# block 1

==> block_1/m4.png <==
Bar = 20 µm.
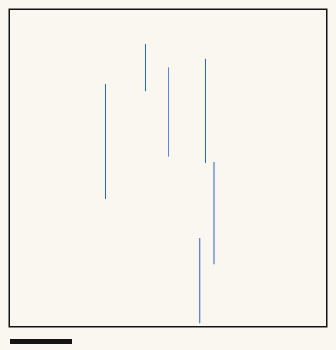

### src/rtl/apb_requester.sv
// apb_requester
//   APB4 requester. Takes one command at a time from a valid/ready stream,
//   runs a single APB4 SETUP/ACCESS transfer to the selected completer, and
//   returns read data plus error status on a valid/ready response stream.
//
//   Optional feature macro: APB_REQ_TIMEOUT_EN
//     defined   - an ACCESS phase that sees TIMEOUT_CYCLES wait cycles is
//                 abandoned and answered with rsp_err=1, rsp_rdata=0.
//     undefined - ACCESS waits for pready indefinitely; TIMEOUT_CYCLES unused.
//
// Ports
//   pclk, presetn           clock (rising edge), async active-low reset
//   cmd_valid/cmd_ready     command handshake
//   cmd_write/addr/wdata/strb/prot/sel   command fields
//   rsp_valid/rsp_ready     response handshake
//   rsp_rdata, rsp_err      response payload (rdata 0 for writes)
//   psel, penable, pwrite, paddr, pwdata, pstrb, pprot   APB request
//   prdata, pready, pslverr APB completion
//
// State   | meaning
// --------+------------------------------------------------------------
// S_IDLE  | ready for a command
// S_SETUP | APB setup phase, psel high, penable low
// S_ACCESS| APB access phase, waiting for pready
// S_RESP  | response presented, waiting for rsp_ready

module apb_requester #(
    parameter int ADDR_WIDTH     = 32,
    parameter int DATA_WIDTH     = 32,
    parameter int NUM_SEL        = 1,
    parameter int TIMEOUT_CYCLES = 256,
    localparam int STRB_WIDTH    = DATA_WIDTH / 8,
    localparam int SEL_WIDTH     = (NUM_SEL > 1) ? $clog2(NUM_SEL) : 1
) (
    input  logic                  pclk,
    input  logic                  presetn,
    input  logic                  cmd_valid,
    output logic                  cmd_ready,
    input  logic                  cmd_write,
    input  logic [ADDR_WIDTH-1:0] cmd_addr,
    input  logic [DATA_WIDTH-1:0] cmd_wdata,
    input  logic [STRB_WIDTH-1:0] cmd_strb,
    input  logic [2:0]            cmd_prot,
    input  logic [SEL_WIDTH-1:0]  cmd_sel,
    output logic                  rsp_valid,
    input  logic                  rsp_ready,
    output logic [DATA_WIDTH-1:0] rsp_rdata,
    output logic                  rsp_err,
    output logic [NUM_SEL-1:0]    psel,
    output logic                  penable,
    output logic                  pwrite,
    output logic [ADDR_WIDTH-1:0] paddr,
    output logic [DATA_WIDTH-1:0] pwdata,
    output logic [STRB_WIDTH-1:0] pstrb,
    output logic [2:0]            pprot,
    input  logic [DATA_WIDTH-1:0] prdata,
    input  logic                  pready,
    input  logic                  pslverr
);

    if (DATA_WIDTH != 8 && DATA_WIDTH != 16 && DATA_WIDTH != 32) begin : g_bad_width
        $error("apb_requester: DATA_WIDTH must be 8, 16 or 32");
    end
    if (TIMEOUT_CYCLES < 1) begin : g_bad_timeout
        $error("apb_requester: TIMEOUT_CYCLES must be >= 1");
    end

    typedef enum logic [1:0] {
        S_IDLE   = 2'd0,
        S_SETUP  = 2'd1,
        S_ACCESS = 2'd2,
        S_RESP   = 2'd3
    } state_t;

    state_t                r_state;
    state_t                w_next;

    logic                  r_write;
    logic [ADDR_WIDTH-1:0] r_addr;
    logic [DATA_WIDTH-1:0] r_wdata;
    logic [STRB_WIDTH-1:0] r_strb;
    logic [2:0]            r_prot;
    logic [SEL_WIDTH-1:0]  r_sel;
    logic [DATA_WIDTH-1:0] r_rdata;
    logic                  r_err;

    logic                  w_accept;
    logic                  w_sel_ok;
    logic                  w_complete;
    logic                  w_timeout;
    logic [NUM_SEL-1:0]    w_psel_dec;

    assign w_accept   = cmd_valid && (r_state == S_IDLE);
    assign w_sel_ok   = 32'(cmd_sel) < 32'(NUM_SEL);
    assign w_complete = (r_state == S_ACCESS) && pready;
    assign w_psel_dec = NUM_SEL'(1) << r_sel;

`ifdef APB_REQ_TIMEOUT_EN
    localparam int CNT_W = $clog2(TIMEOUT_CYCLES + 1);
    localparam logic [CNT_W-1:0] TO_LAST = CNT_W'(TIMEOUT_CYCLES - 1);

    logic [CNT_W-1:0] r_wait_cnt;

    // Firing on the last pready=0 cycle means the limit is hit exactly after
    // TIMEOUT_CYCLES wait cycles; pready=1 on that cycle completes normally.
    assign w_timeout = (r_state == S_ACCESS) && !pready && (r_wait_cnt == TO_LAST);

    always_ff @(posedge pclk or negedge presetn) begin
        if (!presetn) begin
            r_wait_cnt <= '0;
        end else if (r_state == S_SETUP) begin
            r_wait_cnt <= '0;
        end else if ((r_state == S_ACCESS) && !pready) begin
            r_wait_cnt <= r_wait_cnt + 1'b1;
        end
    end
`else
    assign w_timeout = 1'b0;
`endif

    always_ff @(posedge pclk or negedge presetn) begin
        if (!presetn) begin
            r_state <= S_IDLE;
        end else begin
            r_state <= w_next;
        end
    end

    always_comb begin
        w_next    = r_state;
        cmd_ready = 1'b0;
        rsp_valid = 1'b0;
        psel      = '0;
        penable   = 1'b0;
        case (r_state)
            S_IDLE: begin
                cmd_ready = 1'b1;
                if (w_accept) begin
                    w_next = w_sel_ok ? S_SETUP : S_RESP;
                end
            end
            S_SETUP: begin
                psel   = w_psel_dec;
                w_next = S_ACCESS;
            end
            S_ACCESS: begin
                psel    = w_psel_dec;
                penable = 1'b1;
                if (pready || w_timeout) begin
                    w_next = S_RESP;
                end
            end
            S_RESP: begin
                rsp_valid = 1'b1;
                if (rsp_ready) begin
                    w_next = S_IDLE;
                end
            end
            default: w_next = S_IDLE;
        endcase
    end

    // APB request fields are only loaded for a decodable command so a decode
    // error leaves the bus completely quiet. Read data/strobes are forced to 0.
    always_ff @(posedge pclk or negedge presetn) begin
        if (!presetn) begin
            r_write <= 1'b0;
            r_addr  <= '0;
            r_wdata <= '0;
            r_strb  <= '0;
            r_prot  <= '0;
            r_sel   <= '0;
            r_rdata <= '0;
            r_err   <= 1'b0;
        end else begin
            if (w_accept) begin
                if (w_sel_ok) begin
                    r_write <= cmd_write;
                    r_addr  <= cmd_addr;
                    r_wdata <= cmd_write ? cmd_wdata : '0;
                    r_strb  <= cmd_write ? cmd_strb : '0;
                    r_prot  <= cmd_prot;
                    r_sel   <= cmd_sel;
                end else begin
                    r_rdata <= '0;
                    r_err   <= 1'b1;
                end
            end
            if (w_complete) begin
                r_rdata <= r_write ? '0 : prdata;
                r_err   <= pslverr;
            end else if (w_timeout) begin
                r_rdata <= '0;
                r_err   <= 1'b1;
            end
        end
    end

    assign pwrite    = r_write;
    assign paddr     = r_addr;
    assign pwdata    = r_wdata;
    assign pstrb     = r_strb;
    assign pprot     = r_prot;
    assign rsp_rdata = r_rdata;
    assign rsp_err   = r_err;

endmodule

### config.mk
export PLATFORM = sky130hd
export DESIGN_NAME = apb_requester
export DESIGN_NICKNAME = d
export VERILOG_FILES = /design/src/rtl/apb_requester.sv
export SDC_FILE = /design/constraint.sdc
export NUM_CORES = 1
export LEC_CHECK = 0
export CAP_MARGIN = 10
export CORE_UTILIZATION = 43
export DETAILED_ROUTE_END_ITERATION = 16
export PLACE_DENSITY = 0.93
export SYNTH_ARGS = -nofsm -noshare
export SYNTH_HDL_FRONTEND = slang
export SYNTH_SLANG_ARGS = --single-unit
### constraint.sdc
create_clock -name pclk -period 4.9 [get_ports pclk]
set_clock_uncertainty 0.15 [all_clocks]
set_input_delay 0.98 -clock pclk [delete_from_list [all_inputs] [get_ports pclk]]
set_output_delay 0.98 -clock pclk [all_outputs]
set_load 0.005 [all_outputs]
# block 2

### src/rtl/vec_deserializer.sv
// vec_deserializer: packs LANES consecutive WIDTH-bit elements into one wide word.
// Receive side and send side are val/rdy handshakes. A new element is accepted in
// the same cycle that a finished word is released, so the stream has no bubbles.
// Optional feature macro: VEC_DESER_FLUSH_EN. When it is defined, the flush input
// emits a partially filled word. When it is undefined, flush is ignored.
module vec_deserializer #(
   parameter int unsigned WIDTH = 8,
   parameter int unsigned LANES = 4
) (
   input  logic                       clk,
   input  logic                       reset,
   input  logic [WIDTH-1:0]           recv_msg,
   input  logic                       recv_val,
   output logic                       recv_rdy,
   output logic [WIDTH*LANES-1:0]     send_msg,
   output logic                       send_val,
   input  logic                       send_rdy,
   output logic [$clog2(LANES):0]     send_cnt,
   input  logic                       flush
);

   localparam int unsigned CW    = $clog2(LANES);
   localparam int unsigned CNTW  = CW + 1;
   localparam int unsigned WORDW = WIDTH * LANES;

   typedef enum logic {
      FILL = 1'b0,
      SEND = 1'b1
   } state_t;

   state_t            r_state;
   logic [CW-1:0]     r_count;
   logic [WORDW-1:0]  r_data;
   logic [CNTW-1:0]   r_cnt;

   logic              w_recv_fire;
   logic              w_last;
   logic              w_flush;
   logic [WORDW-1:0]  w_fill_word;
   logic [WORDW-1:0]  w_first_word;

   // Accept when filling, or when the held word leaves in this same cycle
   assign recv_rdy    = (r_state == FILL) || ((r_state == SEND) && send_rdy);
   assign w_recv_fire = recv_val && recv_rdy;
   assign w_last      = (r_count == CW'(LANES - 1));

   assign send_msg    = r_data;
   assign send_val    = (r_state == SEND);
   assign send_cnt    = r_cnt;

`ifdef VEC_DESER_FLUSH_EN
   // Flush only makes sense once at least one lane holds data
   assign w_flush = flush && (r_count != '0);
`else
   logic w_unused_flush;
   assign w_unused_flush = flush;
   assign w_flush        = 1'b0;
`endif

   // A word that starts with the incoming element in lane 0 and all other lanes zero
   assign w_first_word = {{(WORDW - WIDTH){1'b0}}, recv_msg};

   // Write the incoming element into lane r_count. Starting a new word clears the other lanes.
   always_comb begin
      w_fill_word = '0;
      for (int k = 0; k < int'(LANES); k++) begin
         if (CW'(k) == r_count)
            w_fill_word[k*WIDTH +: WIDTH] = recv_msg;
         else if (r_count != '0)
            w_fill_word[k*WIDTH +: WIDTH] = r_data[k*WIDTH +: WIDTH];
      end
   end

   // Packing FSM: FILL collects lanes, SEND holds the word until the consumer takes it
   always_ff @(posedge clk or posedge reset) begin
      if (reset) begin
         r_state <= FILL;
         r_count <= '0;
         r_data  <= '0;
         r_cnt   <= '0;
      end else begin
         case (r_state)
            FILL: begin
               if (w_recv_fire) begin
                  r_data <= w_fill_word;
                  if (w_last || w_flush) begin
                     r_state <= SEND;
                     r_cnt   <= CNTW'(r_count) + CNTW'(1);
                     r_count <= '0;
                  end else begin
                     r_count <= r_count + CW'(1);
                  end
               end else if (w_flush) begin
                  r_state <= SEND;
                  r_cnt   <= CNTW'(r_count);
                  r_count <= '0;
               end
            end
            SEND: begin
               if (send_rdy) begin
                  r_state <= FILL;
                  r_cnt   <= '0;
                  if (w_recv_fire) begin
                     r_data  <= w_first_word;
                     r_count <= CW'(1);
                  end else begin
                     r_data  <= '0;
                     r_count <= '0;
                  end
               end
            end
            default: begin
               r_state <= FILL;
               r_count <= '0;
               r_data  <= '0;
               r_cnt   <= '0;
            end
         endcase
      end
   end

endmodule
### config.mk
export PLATFORM = sky130hd
export DESIGN_NAME = vec_deserializer
export DESIGN_NICKNAME = d
export VERILOG_FILES = /design/src/rtl/vec_deserializer.sv
export SDC_FILE = /design/constraint.sdc
export NUM_CORES = 1
export LEC_CHECK = 0
export ABC_AREA = 0
export CAP_MARGIN = 20
export CORE_MARGIN = 2
export CORE_UTILIZATION = 25
export DETAILED_ROUTE_END_ITERATION = 12
export GPL_ROUTABILITY_DRIVEN = 0
export GPL_TIMING_DRIVEN = 1
export PLACE_DENSITY = 0.53
export SYNTH_ARGS = -nofsm -noshare
export SYNTH_HDL_FRONTEND = slang
export SYNTH_SLANG_ARGS = --single-unit
### constraint.sdc
create_clock -name clk -period 1.5 [get_ports clk]
set_input_delay 0.3 -clock clk [delete_from_list [all_inputs] [get_ports clk]]
set_output_delay 0.3 -clock clk [all_outputs]
set_load 0.05 [all_outputs]

==> gallery <==
Track usage over the die.
Plate I
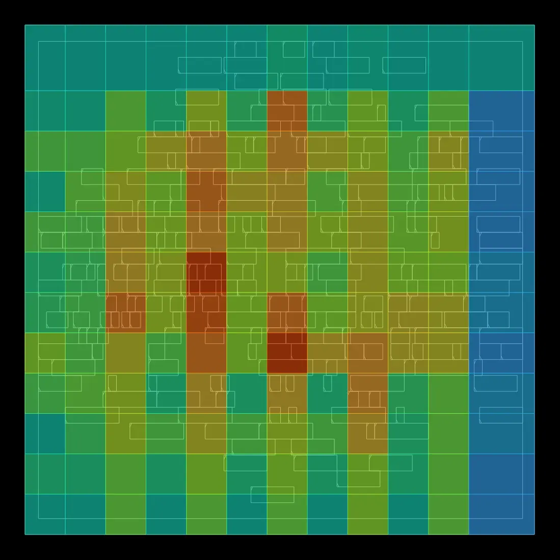
Plate II
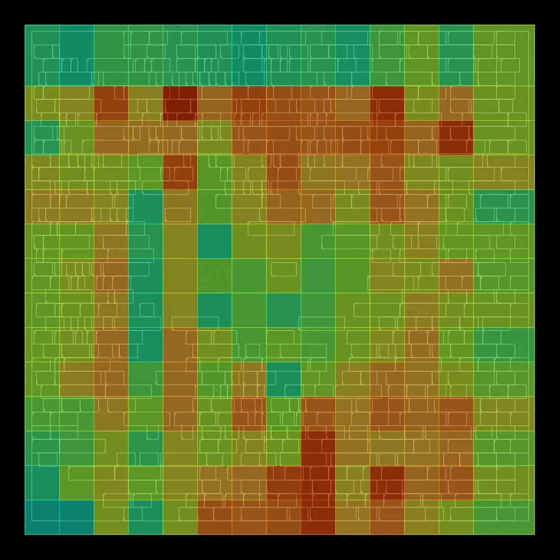
Of these, highest utilization: Plate II
Block 1 is Plate II.
Block 2 is Plate I.

==> block_1/m2.png <==
Bar = 20 µm. Cells faint in the background.
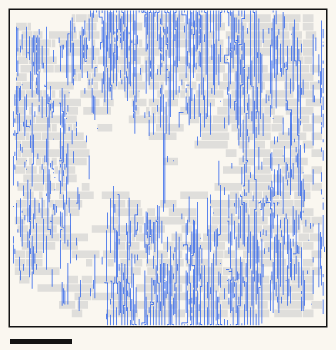
The wires run mostly vertical. The longest straight run is 37.7 µm. The layer carries 6050 µm of wire. 591 nets have wire on it.
WL final: 11.75 mm
via count: 3363
met2 Use GR: 38.88%

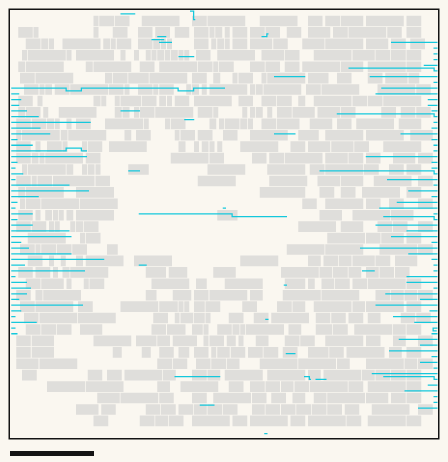
(block_1/m3.png)
Bar = 20 µm. Cells faint in the background.
The longest straight run is 27.1 µm. The layer holds 7.3% of the routed length. 123 nets have wire on it. The wires run mostly horizontal. The layer carries 863 µm of wire.

Notes on block_1/m4.png above:
4 nets have wire on it. The longest straight run is 36.7 µm. The layer holds 1.5% of the routed length. The wires run mostly vertical.

==> flow_metrics.tcl, block 1 <==
# collected from the flow reports
set metrics [dict create \
    status "complete, no violations" \
    fillers 686 \
    critPathTopFamily "buffers and inverters" \
    critPathArrivalTime_ns 1.77 \
    fmax_mhz 345.2 \
    p_comb_share_pct 43.9 \
    edf_count 0 \
    first_global_vias 3326 \
    drt_iter0_drc 71 \
    max_slew.worst_pin.slew_ns 0.8818 \
    clock-sinks 108 \
    slew_headroom_pct 41.22 \
    hold_ws_ns 0.3403 \
    power_clock_uw 545 \
    r2r-start "r_state[0]$_DFFE_PN0P_" \
    required_ns 3.77 \
    stdcell_count 682 \
    crit_buf_inv 2 \
]
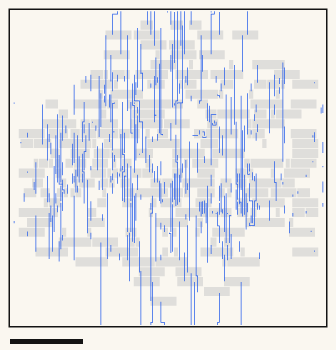
(block_2/m2.png)
Bar = 20 µm. Cells faint in the background.
The wires run mostly vertical. The layer holds 47% of the routed length. The longest straight run is 29.2 µm. 204 nets have wire on it.

==> flow_metrics.tcl, block 2 <==
# collected from the flow reports
set metrics [dict create \
    crit_fanout 3 \
    area.sequential_um2 952.2 \
    status "complete, no violations" \
    met3_usage_pct 2.844 \
    clkbuf_count 6 \
    dpl_worst_slack_ns -0.09291 \
    ys.flop_type "dfrtp_1" \
    required_ns 1.20 \
    grt_use_met1_pct 16.31 \
    dpl_cell_area_mm2 0.002786 \
    viasPerCell 4.508 \
    grt_max_degree 39 \
    logic_area_um2 650.6 \
    dr.max_layer_used "met4" \
    clockRootBuffer "clkbuf_8" \
    final_cell_mix "buf_12 (38), dfrtp_1 (37), inv_1 (28)" \
    final_area_mm2 0.002902 \
    drive_gt1_share_pct 30.74 \
    cts.reportedPaths.clkPinSlew_ns 0.08 \
    crit_cells 4 \
    ff2ff_setup_slack_ns 0.11 \
    fp.dieH_um 87.14 \
    clk_latency_ns 0.29 \
    crit_end "recv_rdy" \
    fillers 634 \
    antenna_cells 0 \
    dr_wl_met2_mm 2.040 \
    layout.comb_gates.multi_input 91 \
    sw_frac_of_total_pct 43.72 \
]


## Gallery

The metal 1 layer.
Bar = 20 µm. Cells faint in the background.
picture 1
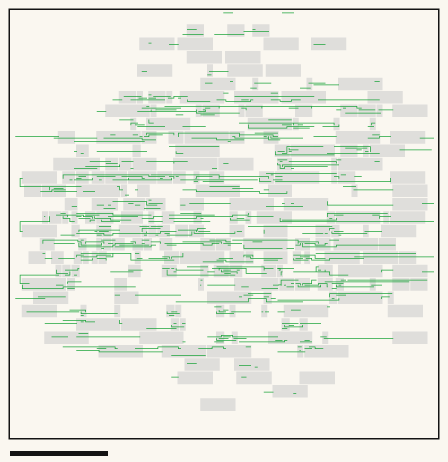
picture 2
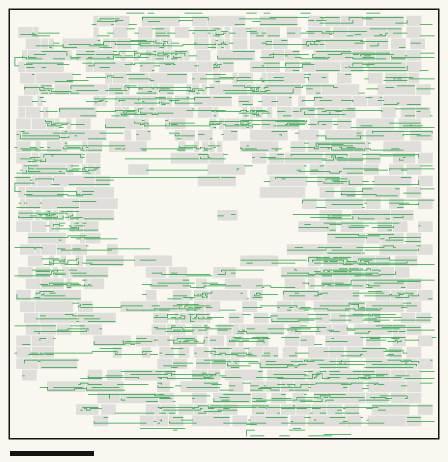
- block 1 = picture 2
- block 2 = picture 1

